# multicycle_add_sub

### src/rtl/adder_pkg.sv
// Shared types and helpers for the multi-cycle adder/subtractor.
package adder_pkg;

  typedef enum logic [1:0] {
    IDLE = 2'd0,
    RUN  = 2'd1,
    DONE = 2'd2
  } state_t;

  // Width of a counter that must hold values 0..n-1; never narrower than one bit.
  function automatic int cnt_width(input int n);
    return (n > 1) ? $clog2(n) : 1;
  endfunction

endpackage

### src/rtl/chunk_adder.sv
// Combinational CHUNK-bit ripple adder; also exposes the carry into its MSB for overflow detection.
module chunk_adder #(
  parameter int CHUNK = 4
) (
  input  logic [CHUNK-1:0] a,
  input  logic [CHUNK-1:0] b,
  input  logic             ci,
  output logic [CHUNK-1:0] s,
  output logic             co,
  output logic             c_msb
);

  logic [CHUNK:0] w_c;

  assign w_c[0] = ci;

  for (genvar i = 0; i < CHUNK; i++) begin : g_fa
    full_adder u_fa (
      .a  (a[i]),
      .b  (b[i]),
      .ci (w_c[i]),
      .s  (s[i]),
      .co (w_c[i+1])
    );
  end

  assign co    = w_c[CHUNK];
  assign c_msb = w_c[CHUNK-1];

endmodule

### src/rtl/full_adder.sv
// Single-bit full adder, the ripple element of chunk_adder.
module full_adder (
  input  logic a,
  input  logic b,
  input  logic ci,
  output logic s,
  output logic co
);

  assign s  = a ^ b ^ ci;
  assign co = (a & b) | (ci & (a ^ b));

endmodule

### src/rtl/multicycle_add_sub.sv
// Multi-cycle adder/subtractor: one CHUNK-bit slice per clock, carry registered between slices,
// valid/ready on both sides, carry/overflow/zero flags latched with the result.
module multicycle_add_sub
  import adder_pkg::*;
#(
  parameter int WIDTH = 16,
  parameter int CHUNK = 4
) (
  input  logic             clk,
  input  logic             reset,
  input  logic             in_valid,
  output logic             in_ready,
  input  logic [WIDTH-1:0] in_a,
  input  logic [WIDTH-1:0] in_b,
  input  logic             in_sub,
  output logic             out_valid,
  input  logic             out_ready,
  output logic [WIDTH-1:0] out_sum,
  output logic             out_carry,
  output logic             out_overflow,
  output logic             out_zero
);

  localparam int NCHUNK = WIDTH / CHUNK;
  localparam int CW     = cnt_width(NCHUNK);

  if ((WIDTH % CHUNK) != 0) begin : g_bad_chunk
    $error("multicycle_add_sub: WIDTH must be a multiple of CHUNK");
  end

  state_t           r_state;
  state_t           w_next_state;
  logic [WIDTH-1:0] r_a_sh;
  logic [WIDTH-1:0] r_b_sh;
  logic [WIDTH-1:0] r_sum_sh;
  logic             r_carry;
  logic [CW-1:0]    r_cnt;
  logic             r_flag_carry;
  logic             r_flag_ovf;
  logic             r_flag_zero;
  logic             r_alive;

  logic [CHUNK-1:0] w_slice_sum;
  logic             w_slice_co;
  logic             w_slice_c_msb;
  logic             w_accept;
  logic             w_last;
  logic [WIDTH-1:0] w_sum_next;

  chunk_adder #(.CHUNK(CHUNK)) u_chunk_adder (
    .a     (r_a_sh[CHUNK-1:0]),
    .b     (r_b_sh[CHUNK-1:0]),
    .ci    (r_carry),
    .s     (w_slice_sum),
    .co    (w_slice_co),
    .c_msb (w_slice_c_msb)
  );

  // r_alive keeps in_ready low until the first clock edge after reset is released.
  assign in_ready   = r_alive && (r_state == IDLE);
  assign w_accept   = in_valid && in_ready;
  assign w_last     = (r_cnt == CW'(NCHUNK - 1));
  assign w_sum_next = (r_sum_sh >> CHUNK) | (WIDTH'(w_slice_sum) << (WIDTH - CHUNK));

  // NOTE: every signal assigned in always_comb gets a default first, so no path can infer a latch.
  always_comb begin
    w_next_state = r_state;
    case (r_state)
      IDLE:    if (w_accept)  w_next_state = RUN;
      RUN:     if (w_last)    w_next_state = DONE;
      DONE:    if (out_ready) w_next_state = IDLE;
      default:                w_next_state = IDLE;
    endcase
  end

  // NOTE: sequential state uses non-blocking assignments so every register samples pre-edge values.
  always_ff @(posedge clk or posedge reset) begin
    if (reset) begin
      r_state <= IDLE;
      r_alive <= 1'b0;
    end else begin
      r_state <= w_next_state;
      r_alive <= 1'b1;
    end
  end

  // NOTE: the datapath registers are cleared on reset too, so outputs read zero during reset.
  always_ff @(posedge clk or posedge reset) begin
    if (reset) begin
      r_a_sh       <= '0;
      r_b_sh       <= '0;
      r_sum_sh     <= '0;
      r_carry      <= 1'b0;
      r_cnt        <= '0;
      r_flag_carry <= 1'b0;
      r_flag_ovf   <= 1'b0;
      r_flag_zero  <= 1'b0;
    end else begin
      case (r_state)
        IDLE: begin
          if (w_accept) begin
            r_a_sh  <= in_a;
            r_b_sh  <= in_b ^ {WIDTH{in_sub}};
            r_carry <= in_sub;
            r_cnt   <= '0;
          end
        end
        RUN: begin
          r_sum_sh <= w_sum_next;
          r_a_sh   <= r_a_sh >> CHUNK;
          r_b_sh   <= r_b_sh >> CHUNK;
          r_carry  <= w_slice_co;
          r_cnt    <= r_cnt + 1'b1;
          if (w_last) begin
            r_flag_carry <= w_slice_co;
            r_flag_ovf   <= w_slice_co ^ w_slice_c_msb;
            r_flag_zero  <= ~|w_sum_next;
          end
        end
        default: ;
      endcase
    end
  end

  assign out_valid    = (r_state == DONE);
  assign out_sum      = r_sum_sh;
  assign out_carry    = r_flag_carry;
  assign out_overflow = r_flag_ovf;
  assign out_zero     = r_flag_zero;

endmodule

### config.mk
export PLATFORM = sky130hd
export DESIGN_NAME = multicycle_add_sub
export DESIGN_NICKNAME = d
export VERILOG_FILES = /design/src/rtl/adder_pkg.sv /design/src/rtl/chunk_adder.sv /design/src/rtl/full_adder.sv /design/src/rtl/multicycle_add_sub.sv
export SDC_FILE = /design/constraint.sdc
export NUM_CORES = 1
export LEC_CHECK = 0
export CORE_ASPECT_RATIO = 0.75
export CORE_MARGIN = 2
export CORE_UTILIZATION = 45
export CTS_BUF_LIST = sky130_fd_sc_hd__clkbuf_4 sky130_fd_sc_hd__clkbuf_8
export CTS_CLUSTER_DIAMETER = 100
export DETAILED_ROUTE_END_ITERATION = 10
export GPL_ROUTABILITY_DRIVEN = 0
export MAX_ROUTING_LAYER = met4
export PLACE_DENSITY = 0.72
export SLEW_MARGIN = 10
export SYNTH_ARGS = -nofsm -noshare
export SYNTH_HDL_FRONTEND = slang
export SYNTH_SLANG_ARGS = --single-unit
### constraint.sdc
create_clock -name clk -period 5.24 [get_ports clk]
set_clock_uncertainty 0.1 [all_clocks]
set_input_delay 1.048 -clock clk [delete_from_list [all_inputs] [get_ports clk]]
set_output_delay 1.048 -clock clk [all_outputs]
set_load 0.01 [all_outputs]
# hex_tx_formatter

--- src/rtl/hex_tx_formatter.sv ---
// Expands a print request (single character or 32-bit word) into ASCII bytes for the UART transmitter.
// Optional feature: define HEX_TX_CRLF_EN to append CR LF after each 8-digit word.
module hex_tx_formatter (
  input  logic        clk,
  input  logic        rst,
  input  logic        req_tx,
  input  logic        type_tx,
  input  logic [31:0] dout_tx,
  output logic        ack_tx,
  output logic        busy_tx,
  output logic [7:0]  d_tx,
  output logic        vld_tx,
  input  logic        rdy_tx
);

  typedef enum logic [1:0] {IDLE, SEND, DONE, REL} state_t;

`ifdef HEX_TX_CRLF_EN
  localparam logic [3:0] LAST_HEX = 4'd9;
`else
  localparam logic [3:0] LAST_HEX = 4'd7;
`endif

  function automatic logic [7:0] hex_ascii(input logic [3:0] n);
    return (n < 4'd10) ? (8'h30 + {4'h0, n}) : (8'h37 + {4'h0, n});
  endfunction

  state_t      state_q, state_d;
  // First digit goes straight to d_tx, so only the remaining 7 nibbles are kept.
  logic [27:0] shreg_q, shreg_d;
  logic        type_q, type_d;
  logic [3:0]  cnt_q, cnt_d;
  logic [7:0]  d_q, d_d;
  logic        vld_q, vld_d;
  logic        ack_q, ack_d;
  logic        busy_q, busy_d;

  logic [3:0]  last_idx;
  logic [3:0]  nxt_cnt;
  logic [7:0]  nxt_byte;

  always_comb begin
    last_idx = type_q ? LAST_HEX : 4'd0;
    nxt_cnt  = cnt_q + 4'd1;
    nxt_byte = hex_ascii(shreg_q[27:24]);
`ifdef HEX_TX_CRLF_EN
    if (nxt_cnt == 4'd8)      nxt_byte = 8'h0D;
    else if (nxt_cnt == 4'd9) nxt_byte = 8'h0A;
`endif
  end

  always_comb begin
    state_d = state_q;
    shreg_d = shreg_q;
    type_d  = type_q;
    cnt_d   = cnt_q;
    d_d     = d_q;
    vld_d   = vld_q;
    ack_d   = 1'b0;
    busy_d  = busy_q;
    case (state_q)
      IDLE: begin
        if (req_tx) begin
          shreg_d = dout_tx[27:0];
          type_d  = type_tx;
          cnt_d   = 4'd0;
          d_d     = type_tx ? hex_ascii(dout_tx[31:28]) : dout_tx[7:0];
          vld_d   = 1'b1;
          busy_d  = 1'b1;
          state_d = SEND;
        end
      end
      SEND: begin
        if (vld_q && rdy_tx) begin
          if (cnt_q == last_idx) begin
            vld_d   = 1'b0;
            ack_d   = 1'b1;
            state_d = DONE;
          end else begin
            cnt_d   = nxt_cnt;
            shreg_d = {shreg_q[23:0], 4'h0};
            d_d     = nxt_byte;
          end
        end
      end
      DONE: state_d = REL;
      REL: begin
        // Hold here until the requester lets go so a held request is not reprinted.
        if (!req_tx) begin
          busy_d  = 1'b0;
          state_d = IDLE;
        end
      end
      default: state_d = IDLE;
    endcase
  end

  always_ff @(posedge clk) begin
    if (rst) begin
      state_q <= IDLE;
      shreg_q <= '0;
      type_q  <= 1'b0;
      cnt_q   <= 4'd0;
      d_q     <= 8'h00;
      vld_q   <= 1'b0;
      ack_q   <= 1'b0;
      busy_q  <= 1'b0;
    end else begin
      state_q <= state_d;
      shreg_q <= shreg_d;
      type_q  <= type_d;
      cnt_q   <= cnt_d;
      d_q     <= d_d;
      vld_q   <= vld_d;
      ack_q   <= ack_d;
      busy_q  <= busy_d;
    end
  end

  assign d_tx    = d_q;
  assign vld_tx  = vld_q;
  assign ack_tx  = ack_q;
  assign busy_tx = busy_q;

endmodule

--- config.mk ---
export PLATFORM = sky130hd
export DESIGN_NAME = hex_tx_formatter
export DESIGN_NICKNAME = d
export VERILOG_FILES = /design/src/rtl/hex_tx_formatter.sv
export SDC_FILE = /design/constraint.sdc
export NUM_CORES = 1
export LEC_CHECK = 0
export CORE_ASPECT_RATIO = 0.7
export CORE_UTILIZATION = 47
export CTS_CLUSTER_SIZE = 40
export DETAILED_ROUTE_END_ITERATION = 10
export GPL_ROUTABILITY_DRIVEN = 0
export PLACE_DENSITY = 0.87
export REMOVE_ABC_BUFFERS = 1
export SYNTH_ARGS = -nofsm -noshare
export SYNTH_HDL_FRONTEND = slang
export SYNTH_SLANG_ARGS = --single-unit
--- constraint.sdc ---
create_clock -name clk -period 1.9 [get_ports clk]
set_input_delay 0.38 -clock clk [delete_from_list [all_inputs] [get_ports clk]]
set_output_delay 0.38 -clock clk [all_outputs]
set_load 0.005 [all_outputs]
# axi4_lite_responder

**config.mk**
```make
export PLATFORM = sky130hd
export DESIGN_NAME = axi4_lite_responder
export DESIGN_NICKNAME = d
export VERILOG_FILES = /design/src/rtl/axi4_lite_pkg.sv /design/src/rtl/axi4_lite_responder_beat_counter.sv /design/src/rtl/axi4_lite_responder.sv
export SDC_FILE = /design/constraint.sdc
export NUM_CORES = 2
export LEC_CHECK = 0
export ABC_AREA = 0
export CORE_UTILIZATION = 55
export DETAILED_ROUTE_END_ITERATION = 10
export PLACE_DENSITY = 0.77
export RECOVER_POWER = 50
export SYNTH_ARGS = -nofsm -noshare
export SYNTH_HDL_FRONTEND = slang
export SYNTH_SLANG_ARGS = --single-unit
```
**constraint.sdc**
```tcl
create_clock -name clk -period 45.9 [get_ports clk]
set_input_delay 9.18 -clock clk [delete_from_list [all_inputs] [get_ports clk]]
set_output_delay 9.18 -clock clk [all_outputs]
set_load 0.03 [all_outputs]
```
**src/rtl/axi4_lite_pkg.sv**
```systemverilog
// Shared types for the AXI4-Lite responder: response codes, FSM state
// encodings and the byte-lane merge used on write commit.
package axi4_lite_pkg;

  typedef logic [1:0] resp_t;
  localparam resp_t RESP_OKAY   = 2'b00;
  localparam resp_t RESP_SLVERR = 2'b10;

  typedef enum logic {
    R_IDLE,
    R_DATA
  } rd_state_t;

  typedef enum logic [1:0] {
    W_IDLE,
    W_GOT_ADDR,
    W_GOT_DATA,
    W_RESP
  } wr_state_t;

  function automatic logic [31:0] merge_bytes(input logic [31:0] old_w,
                                              input logic [31:0] new_w,
                                              input logic [3:0]  strb);
    logic [31:0] res;
    res = old_w;
    for (int i = 0; i < 4; i++) begin
      if (strb[i]) res[8*i +: 8] = new_w[8*i +: 8];
    end
    return res;
  endfunction

endpackage

```
**src/rtl/axi4_lite_responder_beat_counter.sv**
```systemverilog
// Per-direction beat counter; pulses o_done for one cycle after every
// BLOCK_WORDS handshakes so both sides agree on block boundaries.
module beat_counter #(
  parameter int BLOCK_WORDS = 16
) (
  input  logic clk,
  input  logic arst,
  input  logic restartn,
  input  logic beat,
  output logic o_done
);

  localparam int CW = $clog2(BLOCK_WORDS);
  localparam logic [CW-1:0] LAST = CW'(BLOCK_WORDS - 1);

  logic [CW-1:0] cnt_q, cnt_d;
  logic          done_q, done_d;

  // Clear wins over a same-cycle beat and suppresses its pulse.
  always_comb begin
    cnt_d  = cnt_q;
    done_d = 1'b0;
    if (!restartn) begin
      cnt_d = '0;
    end else if (beat) begin
      cnt_d  = cnt_q + 1'b1;
      done_d = (cnt_q == LAST);
    end
  end

  always_ff @(posedge clk or posedge arst) begin
    if (arst) begin
      cnt_q  <= '0;
      done_q <= 1'b0;
    end else begin
      cnt_q  <= cnt_d;
      done_q <= done_d;
    end
  end

  assign o_done = done_q;

endmodule

```
**src/rtl/axi4_lite_responder.sv**
```systemverilog
// AXI4-Lite responder over a small word-addressed register memory, with
// per-direction block-done pulses. All outputs come from flops or state.
module axi4_lite_responder
  import axi4_lite_pkg::*;
#(
  parameter int ADDR_WIDTH  = 32,
  parameter int DATA_WIDTH  = 32,
  parameter int MEM_DEPTH   = 16,
  parameter int BLOCK_WORDS = 16
) (
  input  logic                  clk,
  input  logic                  arst,
  input  logic                  restartn,
  input  logic [ADDR_WIDTH-1:0] araddr,
  input  logic                  arvalid,
  output logic                  arready,
  output logic [DATA_WIDTH-1:0] rdata,
  output logic [1:0]            rresp,
  output logic                  rvalid,
  input  logic                  rready,
  input  logic [ADDR_WIDTH-1:0] awaddr,
  input  logic                  awvalid,
  output logic                  awready,
  input  logic [DATA_WIDTH-1:0] wdata,
  input  logic [3:0]            wstrb,
  input  logic                  wvalid,
  output logic                  wready,
  output logic [1:0]            bresp,
  output logic                  bvalid,
  input  logic                  bready,
  output logic                  o_rd_done,
  output logic                  o_wr_done
);

  localparam int IDX_W = $clog2(MEM_DEPTH);
  localparam logic [ADDR_WIDTH-1:0] ADDR_LIMIT = ADDR_WIDTH'(MEM_DEPTH * 4);

  logic [DATA_WIDTH-1:0] mem_q [MEM_DEPTH];
  logic [DATA_WIDTH-1:0] mem_d [MEM_DEPTH];

  rd_state_t             rd_state_q, rd_state_d;
  logic [DATA_WIDTH-1:0] rdata_q, rdata_d;
  resp_t                 rresp_q, rresp_d;
  logic [IDX_W-1:0]      rd_idx;
  logic                  rd_in_range;

  wr_state_t             wr_state_q, wr_state_d;
  logic [ADDR_WIDTH-1:0] wr_addr_q, wr_addr_d;
  logic [DATA_WIDTH-1:0] wr_data_q, wr_data_d;
  logic [3:0]            wr_strb_q, wr_strb_d;
  resp_t                 bresp_q, bresp_d;

  logic                  commit;
  logic [ADDR_WIDTH-1:0] cm_addr;
  logic [DATA_WIDTH-1:0] cm_data;
  logic [3:0]            cm_strb;
  logic [IDX_W-1:0]      cm_idx;
  logic                  cm_in_range;

  // Read side: sample memory on AR accept, hold the result until R completes.
  always_comb begin
    rd_state_d  = rd_state_q;
    rdata_d     = rdata_q;
    rresp_d     = rresp_q;
    arready     = 1'b0;
    rvalid      = 1'b0;
    rd_idx      = araddr[2 +: IDX_W];
    rd_in_range = (araddr < ADDR_LIMIT);
    unique case (rd_state_q)
      R_IDLE: begin
        arready = 1'b1;
        if (arvalid) begin
          rdata_d    = rd_in_range ? mem_q[rd_idx] : '0;
          rresp_d    = rd_in_range ? RESP_OKAY : RESP_SLVERR;
          rd_state_d = R_DATA;
        end
      end
      R_DATA: begin
        rvalid = 1'b1;
        if (rready) rd_state_d = R_IDLE;
      end
      default: rd_state_d = R_IDLE;
    endcase
  end

  // Write side: AW and W may arrive in either order; the commit uses the
  // live channel for whichever half arrives last and the latch for the other.
  always_comb begin
    wr_state_d = wr_state_q;
    wr_addr_d  = wr_addr_q;
    wr_data_d  = wr_data_q;
    wr_strb_d  = wr_strb_q;
    bresp_d    = bresp_q;
    awready    = 1'b0;
    wready     = 1'b0;
    bvalid     = 1'b0;
    commit     = 1'b0;
    cm_addr    = wr_addr_q;
    cm_data    = wr_data_q;
    cm_strb    = wr_strb_q;
    unique case (wr_state_q)
      W_IDLE: begin
        awready = 1'b1;
        wready  = 1'b1;
        if (awvalid && wvalid) begin
          commit     = 1'b1;
          cm_addr    = awaddr;
          cm_data    = wdata;
          cm_strb    = wstrb;
          wr_state_d = W_RESP;
        end else if (awvalid) begin
          wr_addr_d  = awaddr;
          wr_state_d = W_GOT_ADDR;
        end else if (wvalid) begin
          wr_data_d  = wdata;
          wr_strb_d  = wstrb;
          wr_state_d = W_GOT_DATA;
        end
      end
      W_GOT_ADDR: begin
        wready = 1'b1;
        if (wvalid) begin
          commit     = 1'b1;
          cm_data    = wdata;
          cm_strb    = wstrb;
          wr_state_d = W_RESP;
        end
      end
      W_GOT_DATA: begin
        awready = 1'b1;
        if (awvalid) begin
          commit     = 1'b1;
          cm_addr    = awaddr;
          wr_state_d = W_RESP;
        end
      end
      W_RESP: begin
        bvalid = 1'b1;
        if (bready) wr_state_d = W_IDLE;
      end
      default: wr_state_d = W_IDLE;
    endcase
    cm_idx      = cm_addr[2 +: IDX_W];
    cm_in_range = (cm_addr < ADDR_LIMIT);
    if (commit) bresp_d = cm_in_range ? RESP_OKAY : RESP_SLVERR;
  end

  // Reads see mem_q, so a same-edge read of the committed word gets old data.
  always_comb begin
    mem_d = mem_q;
    if (commit && cm_in_range) begin
      mem_d[cm_idx] = merge_bytes(mem_q[cm_idx], cm_data, cm_strb);
    end
  end

  always_ff @(posedge clk or posedge arst) begin
    if (arst) begin
      mem_q      <= '{default: '0};
      rd_state_q <= R_IDLE;
      rdata_q    <= '0;
      rresp_q    <= RESP_OKAY;
      wr_state_q <= W_IDLE;
      wr_addr_q  <= '0;
      wr_data_q  <= '0;
      wr_strb_q  <= '0;
      bresp_q    <= RESP_OKAY;
    end else begin
      mem_q      <= mem_d;
      rd_state_q <= rd_state_d;
      rdata_q    <= rdata_d;
      rresp_q    <= rresp_d;
      wr_state_q <= wr_state_d;
      wr_addr_q  <= wr_addr_d;
      wr_data_q  <= wr_data_d;
      wr_strb_q  <= wr_strb_d;
      bresp_q    <= bresp_d;
    end
  end

  assign rdata = rdata_q;
  assign rresp = rresp_q;
  assign bresp = bresp_q;

  beat_counter #(.BLOCK_WORDS(BLOCK_WORDS)) u_rd_cnt (
    .clk      (clk),
    .arst     (arst),
    .restartn (restartn),
    .beat     (rvalid & rready),
    .o_done   (o_rd_done)
  );

  beat_counter #(.BLOCK_WORDS(BLOCK_WORDS)) u_wr_cnt (
    .clk      (clk),
    .arst     (arst),
    .restartn (restartn),
    .beat     (bvalid & bready),
    .o_done   (o_wr_done)
  );

endmodule

```
axi4_lite_responder/floorplan.png
The bar under the picture is 100 um long. Pins as bars on the die edge.
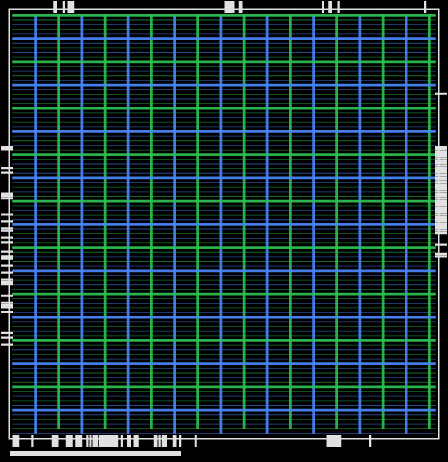
[VSS] blue
[VDD] green
met5 straps: 18
rows: 90

==> run_results.csv, axi4_lite_responder <==
group,metric,value,unit
place,dp.cells,3829,
yosys,common_cells,"dfrtp_1 (625), nand2_1 (365), o21ai_0 (309)",
place,dp_hpwl,61500,um
route,ant_nets,0,
timing,slew_violations,749,
timing,worst_pin_slew,5.83,ns
clocking,cts_htree_levels,3,
global_route,grt_pass1_vias,28400,
worst_setup_path,worstPathArrival,19.55,ns
status,status,"finished with violations",
route,vias_per_cell,7.04,
clocking,cts_buffers,68,
clocking,cts_hold_buf,0,
pwr,comb_cell_power,1.16,mW
cells_and_area,most-common-layout-cells,"dfrtp_1 (625), nand2_1 (363), o21ai_0 (309)",
flow_run,max-cap-violations,12,
status,violations,"capacitance limit, slew limit",
worst_setup_path,setup.worst_path.start,"arst",
-- axi4_lite_responder: area by class of cell --
type                       count  share of cell area
timing repair buffer         197              0.0474
clock inverter                 5             0.00143
antenna                        3            0.000199
multi-input combinational   2164               0.450
sequential                   625               0.414
tap                          782              0.0259
clock buffer                 106              0.0540
inverter                      61             0.00610
-- axi4_lite_responder: worst max-delay path, cell delays in order --
cell and delay [ns]:
dlygate4sd3_1 0.55, clkinvlp_2 3.18, clkbuf_1 3.11, clkbuf_1 3.30
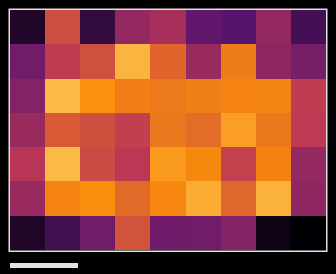
multicycle_add_sub/util_map.png
The bar under the picture is 20 um long. The die is cut into 9 by 7 equal tiles; black is low, pale yellow is high, 0 to 100% covered.
nearly empty tiles: 1.6%
fullest tile: 85%
tiles over 75% full: 14%
mean over tiles: 52%

multicycle_add_sub/congestion_map.png
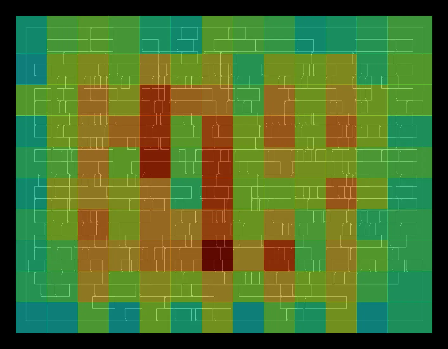
GR Layer Usage met3: 0.0766
Final Util: 0.602

==> run_results.csv, multicycle_add_sub <==
group,metric,value,unit
yosys,ys_sh_mux,0,
floorplanning,core,0.00577,mm^2
worst_setup_path,max_stage_delay,0.56,ns
timing,slew_violations,0,
worst_setup_path,worstPathArrival,2.87,ns
pwr,clk-power,453,uW
clocking,clockBufferDepth,2,
clocking,cts_sinks,57,
pwr,p_leak,1.54,nW
cells_and_area,regArea,0.00143,mm^2
pwr,p_switching,699,uW
timing,fin_crit_sh,0.519,
worst_setup_path,worstSetupPathType,"flop to flop",
worst_hold_path,hold_class,"flop to flop",
worst_setup_path,critPathBufInv,3,
clocking,cts_setup_buffers,0,
global_route,grt_usage,0.188,
yosys,ys_sh_xor,0.0561,
floorplanning,fp_util,0.461,
status,status,"finished clean",
cells_and_area,n_antenna_cell,0,
yosys,adder_share,0.0349,
yosys,synth_top_flop_cell,"dfrtp_1",
place,dp_hpwl,3440,um
worst_hold_path,hold_path_depth,2,
multicycle_add_sub: cell type report:
type | count | area share
Clock buffer | 15 | 0.0577
Sequential cell | 57 | 0.411
Inverter | 9 | 0.00973
Tap cell | 78 | 0.0281
Multi-Input combinational cell | 197 | 0.314
Timing Repair Buffer | 60 | 0.171
Clock inverter | 1 | 0.00865
multicycle_add_sub: metal layers:
metal | routed length [um] | GRT usage | part of all wire
met2 | 2410 | 0.267 | 0.46
met5 | 0 | - | 0
met1 | 2510 | 0.248 | 0.48
met3 | 320 | 0.0766 | 0.061
met4 | 41 | 0.0637 | 0.0078
hex_tx_formatter/congestion_map.png
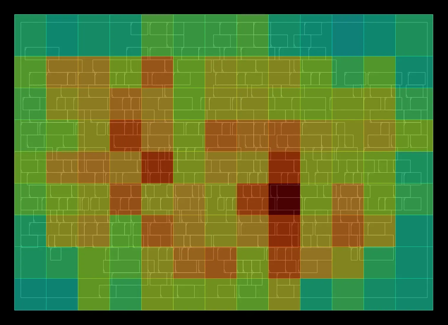
met2 global-route usage: 0.353
wire per inst: 15.7 um

==> run_results.csv, hex_tx_formatter <==
group,metric,value,unit
status,status,"finished clean",
timing,timing.fmax,552,MHz
yosys,synthCells,276,
cells_and_area,n_antenna_cell,0,
worst_setup_path,critPathMaxFanout,32,
pwr,power.density,1540,mW/mm^2
cells_and_area,largest_register_ff_count,28,
route,drt_iter0_markers,138,
clocking,clock_latency,0.31,ns
clocking,cts_setup_buffers,0,
worst_setup_path,r2r-start,"state_q[0]",
yosys,synth.area.top_cells,"dfxtp_1 (35%), a211oi_2 (13%), mux2i_1 (10%), a21oi_1 (8.3%), ha_1 (3.4%)",
pwr,p_leak,1.24,nW
route,met3WireLength,372,um
place,port_buffers,47,
floorplanning,fp-row-count,22,
worst_hold_path,hold_path_depth,2,
yosys,synth_top_flop_cell,"dfxtp_1",
worst_setup_path,worstPathArrival,2.05,ns
worst_setup_path,cp_common_cell,"and3_1",
clocking,cts_hold_buf,0,
route,drt-total-wl,6330,um
clocking,cts_sinks,46,
cells_and_area,postLayoutCellArea,0.00335,mm^2
yosys,synth_area,0.00260,mm^2
clocking,clockBufferDepth,2,
clocking,cts_buffers,5,
worst_setup_path,worstPathCellList,"inv_1 -> ha_1 -> or2_2 -> and3_1 -> buf_12 -> and3_1 -> o21ai_1",
hex_tx_formatter: final cells by class:
cell class / count / area (um^2)
Timing Repair Buffer: 70 / 676
Clock inverter: 2 / 13.8
Inverter: 9 / 33.8
Tap cell: 72 / 90.1
Clock buffer: 6 / 72.6
Sequential cell: 46 / 923
Multi-Input combinational cell: 197 / 1540
Fill cell: 428 / 1930
hex_tx_formatter: power by group:
| group | internal, mW | total (mW) | switching, mW |
|---|---|---|---|
| combinational | 1.44 | 3.09 | 1.65 |
| clock | 0.260 | 0.609 | 0.349 |
| sequential | 1.26 | 1.45 | 0.191 |

# rom_loader

--- src/rtl/rom_loader.sv ---
// Frame-based ROM writer: A5, CNT_H, CNT_L, N big-endian words, XOR checksum; holds CPU until a good frame lands.
// Latency: rom_we one cycle after each low byte; done/err/cpu_hold update on the edge accepting CNT_L or CHK.
// Backpressure: byte_ready drops only for the single WRITE cycle of each word; all other states take a byte per cycle.
module rom_loader #(
  parameter int AW = 15,
  parameter int DW = 16
) (
  input  logic          clk,
  input  logic          reset,
  input  logic          byte_valid,
  input  logic [7:0]    byte_data,
  output logic          byte_ready,
  output logic          rom_we,
  output logic [AW-1:0] rom_addr,
  output logic [DW-1:0] rom_data,
  output logic          cpu_hold,
  output logic          done,
  output logic          err
);

  localparam logic [7:0]  HDR       = 8'hA5;
  // Largest legal word count; 17 bits so 2**AW itself is representable for AW up to 16.
  localparam logic [16:0] MAX_WORDS = 17'(1) << AW;

  typedef enum logic [3:0] {
    S_IDLE,
    S_CNT_H,
    S_CNT_L,
    S_DATA_H,
    S_DATA_L,
    S_WRITE,
    S_CHK,
    S_DONE,
    S_ERR
  } state_t;

  state_t      state;
  logic [7:0]  cnt_hi;
  logic [7:0]  hi_byte;
  logic [7:0]  csum;
  logic [15:0] words_left;
  logic [15:0] n_words;
  logic        xfer;

  assign xfer    = byte_valid && byte_ready;
  assign n_words = {cnt_hi, byte_data};

  // Frame parser, word assembler and all registered outputs.
  always_ff @(posedge clk or negedge reset) begin
    if (!reset) begin
      state      <= S_IDLE;
      cnt_hi     <= 8'h00;
      hi_byte    <= 8'h00;
      csum       <= 8'h00;
      words_left <= 16'h0000;
      byte_ready <= 1'b1;
      rom_we     <= 1'b0;
      rom_addr   <= '0;
      rom_data   <= '0;
      cpu_hold   <= 1'b1;
      done       <= 1'b0;
      err        <= 1'b0;
    end else begin
      case (state)
        S_IDLE, S_DONE, S_ERR: begin
          // Only a header restarts a load; anything else is swallowed.
          if (xfer && byte_data == HDR) begin
            state    <= S_CNT_H;
            csum     <= 8'h00;
            rom_addr <= '0;
            cpu_hold <= 1'b1;
            done     <= 1'b0;
            err      <= 1'b0;
          end
        end
        S_CNT_H: begin
          if (xfer) begin
            cnt_hi <= byte_data;
            csum   <= csum ^ byte_data;
            state  <= S_CNT_L;
          end
        end
        S_CNT_L: begin
          if (xfer) begin
            csum <= csum ^ byte_data;
            if (n_words == 16'h0000 || {1'b0, n_words} > MAX_WORDS) begin
              state <= S_ERR;
              err   <= 1'b1;
            end else begin
              words_left <= n_words;
              state      <= S_DATA_H;
            end
          end
        end
        S_DATA_H: begin
          if (xfer) begin
            hi_byte <= byte_data;
            csum    <= csum ^ byte_data;
            state   <= S_DATA_L;
          end
        end
        S_DATA_L: begin
          if (xfer) begin
            rom_data   <= {hi_byte, byte_data};
            csum       <= csum ^ byte_data;
            rom_we     <= 1'b1;
            byte_ready <= 1'b0;
            state      <= S_WRITE;
          end
        end
        S_WRITE: begin
          rom_we     <= 1'b0;
          byte_ready <= 1'b1;
          words_left <= words_left - 16'd1;
          // Address advances only when another word follows, so a full 2**AW frame never wraps to 0.
          if (words_left == 16'd1) begin
            state <= S_CHK;
          end else begin
            rom_addr <= rom_addr + {{(AW-1){1'b0}}, 1'b1};
            state    <= S_DATA_H;
          end
        end
        S_CHK: begin
          if (xfer) begin
            if (byte_data == csum) begin
              state    <= S_DONE;
              done     <= 1'b1;
              cpu_hold <= 1'b0;
            end else begin
              state <= S_ERR;
              err   <= 1'b1;
            end
          end
        end
        default: begin
          state      <= S_IDLE;
          rom_we     <= 1'b0;
          byte_ready <= 1'b1;
        end
      endcase
    end
  end

endmodule

--- config.mk ---
export PLATFORM = sky130hd
export DESIGN_NAME = rom_loader
export DESIGN_NICKNAME = d
export VERILOG_FILES = /design/src/rtl/rom_loader.sv
export SDC_FILE = /design/constraint.sdc
export NUM_CORES = 1
export LEC_CHECK = 0
export ABC_AREA = 0
export CORE_UTILIZATION = 57
export DETAILED_ROUTE_END_ITERATION = 10
export PLACE_DENSITY = 0.88
export SETUP_SLACK_MARGIN = 0.15
export SLEW_MARGIN = 20
export SYNTH_ARGS = -nofsm -noshare
export SYNTH_HDL_FRONTEND = slang
export SYNTH_SLANG_ARGS = --single-unit
--- constraint.sdc ---
create_clock -name clk -period 2.4 [get_ports clk]
set_input_delay 0.48 -clock clk [delete_from_list [all_inputs] [get_ports clk]]
set_output_delay 0.48 -clock clk [all_outputs]
set_load 0.02 [all_outputs]
rom_loader/floorplan.png
The bar under the picture is 20 um long. Pins as bars on the die edge.
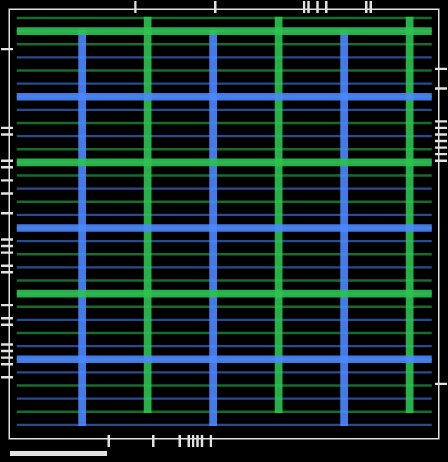
[VSS] blue
[VDD] green
met5 straps: 6
signal pins: 47
rows: 31

==> run_results.csv <==
group,metric,value,unit
status,status,"finished clean",
pwr,power.density,466,mW/mm^2
route,drt_iter0_markers,291,
yosys,numSynthFlops,80,
pwr,p_leak,2.32,nW
worst_setup_path,crit_end,"words_left[2]",
global_route,top_usage_layer,"met2",
clocking,cts_sinks,80,
route,met3WireLength,851,um
clocking,root_buffer,"clkbuf_8",
clocking,clock_latency,0.36,ns
cells_and_area,area.combinational,0.00220,mm^2
place,dp.cells,577,
global_route,grt_use_met3,0.0606,
yosys,async_flop_share,1.00,
route,ant_nets,0,
global_route,grt_max_degree,44,
floorplanning,io_pins,47,
cells_and_area,postLayoutCellArea,0.00536,mm^2
place,placed_cell_area,0.00507,mm^2
pwr,p_int,1.89,mW
pwr,clk-power,1.05,mW
cells_and_area,final_common_cell,"dfrtp_1",
pwr,clkPwrFrac,0.420,
rom_loader/class_map.png
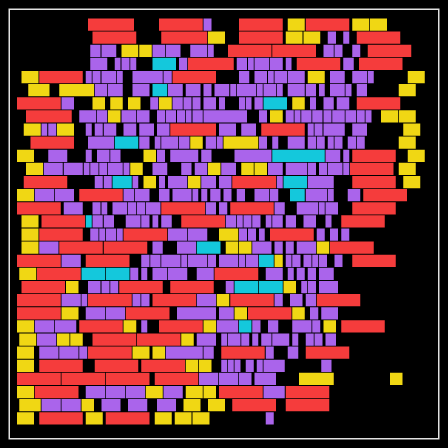
[clock drivers and dummy loads] cyan | cells: 16 | share of their area: 3.9%
[remaining logic cells] purple | cells: 313 | share of their area: 42%
[registers] red | cells: 80 | share of their area: 38%
[remaining buffers and delay cells] yellow | cells: 86 | share of their area: 15%

[state kept, by name (all words and copies together) (netlist names)]
register and count:
state 4, done 1, cnt_hi 8, rom_we 1
rom_addr 15, words_left 16, csum 8, cpu_hold 1
rom_data 16, byte_ready 1, hi_byte 8, err 1
[cell type report]
class / instances / area share
inverter: 6 / 0.00420
tap: 99 / 0.0231
sequential: 80 / 0.375
clock inverter: 6 / 0.0140
timing repair buffer: 86 / 0.150
clock buffer: 10 / 0.0238
multi-input combinational: 307 / 0.410


==> gallery <==
Nets reached from selected ports.
Plate I
The bar under the picture is 20 um long.
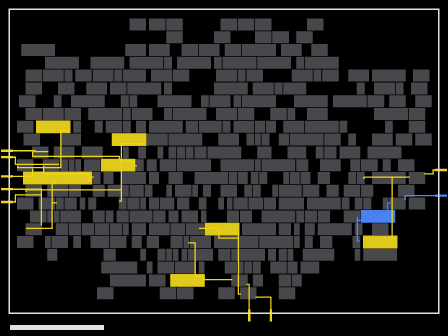
Plate II
The bar under the picture is 20 um long.
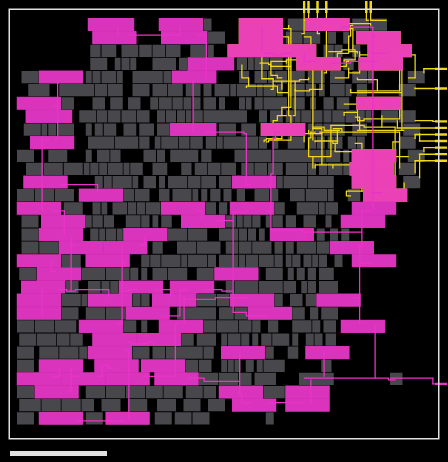
Plate III
The bar under the picture is 20 um long.
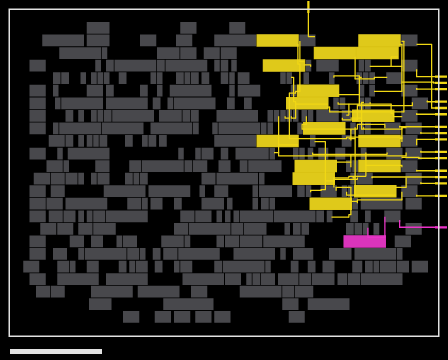
Plate IV
The bar under the picture is 100 um long.
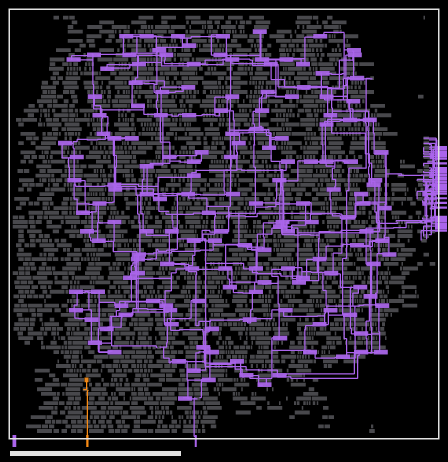
| from | picture |
|---|---|
| axi4_lite_responder | Plate IV |
| rom_loader | Plate II |
| multicycle_add_sub | Plate III |
| hex_tx_formatter | Plate I |

No activity file was given, so power comes from the tool's default toggle rates.
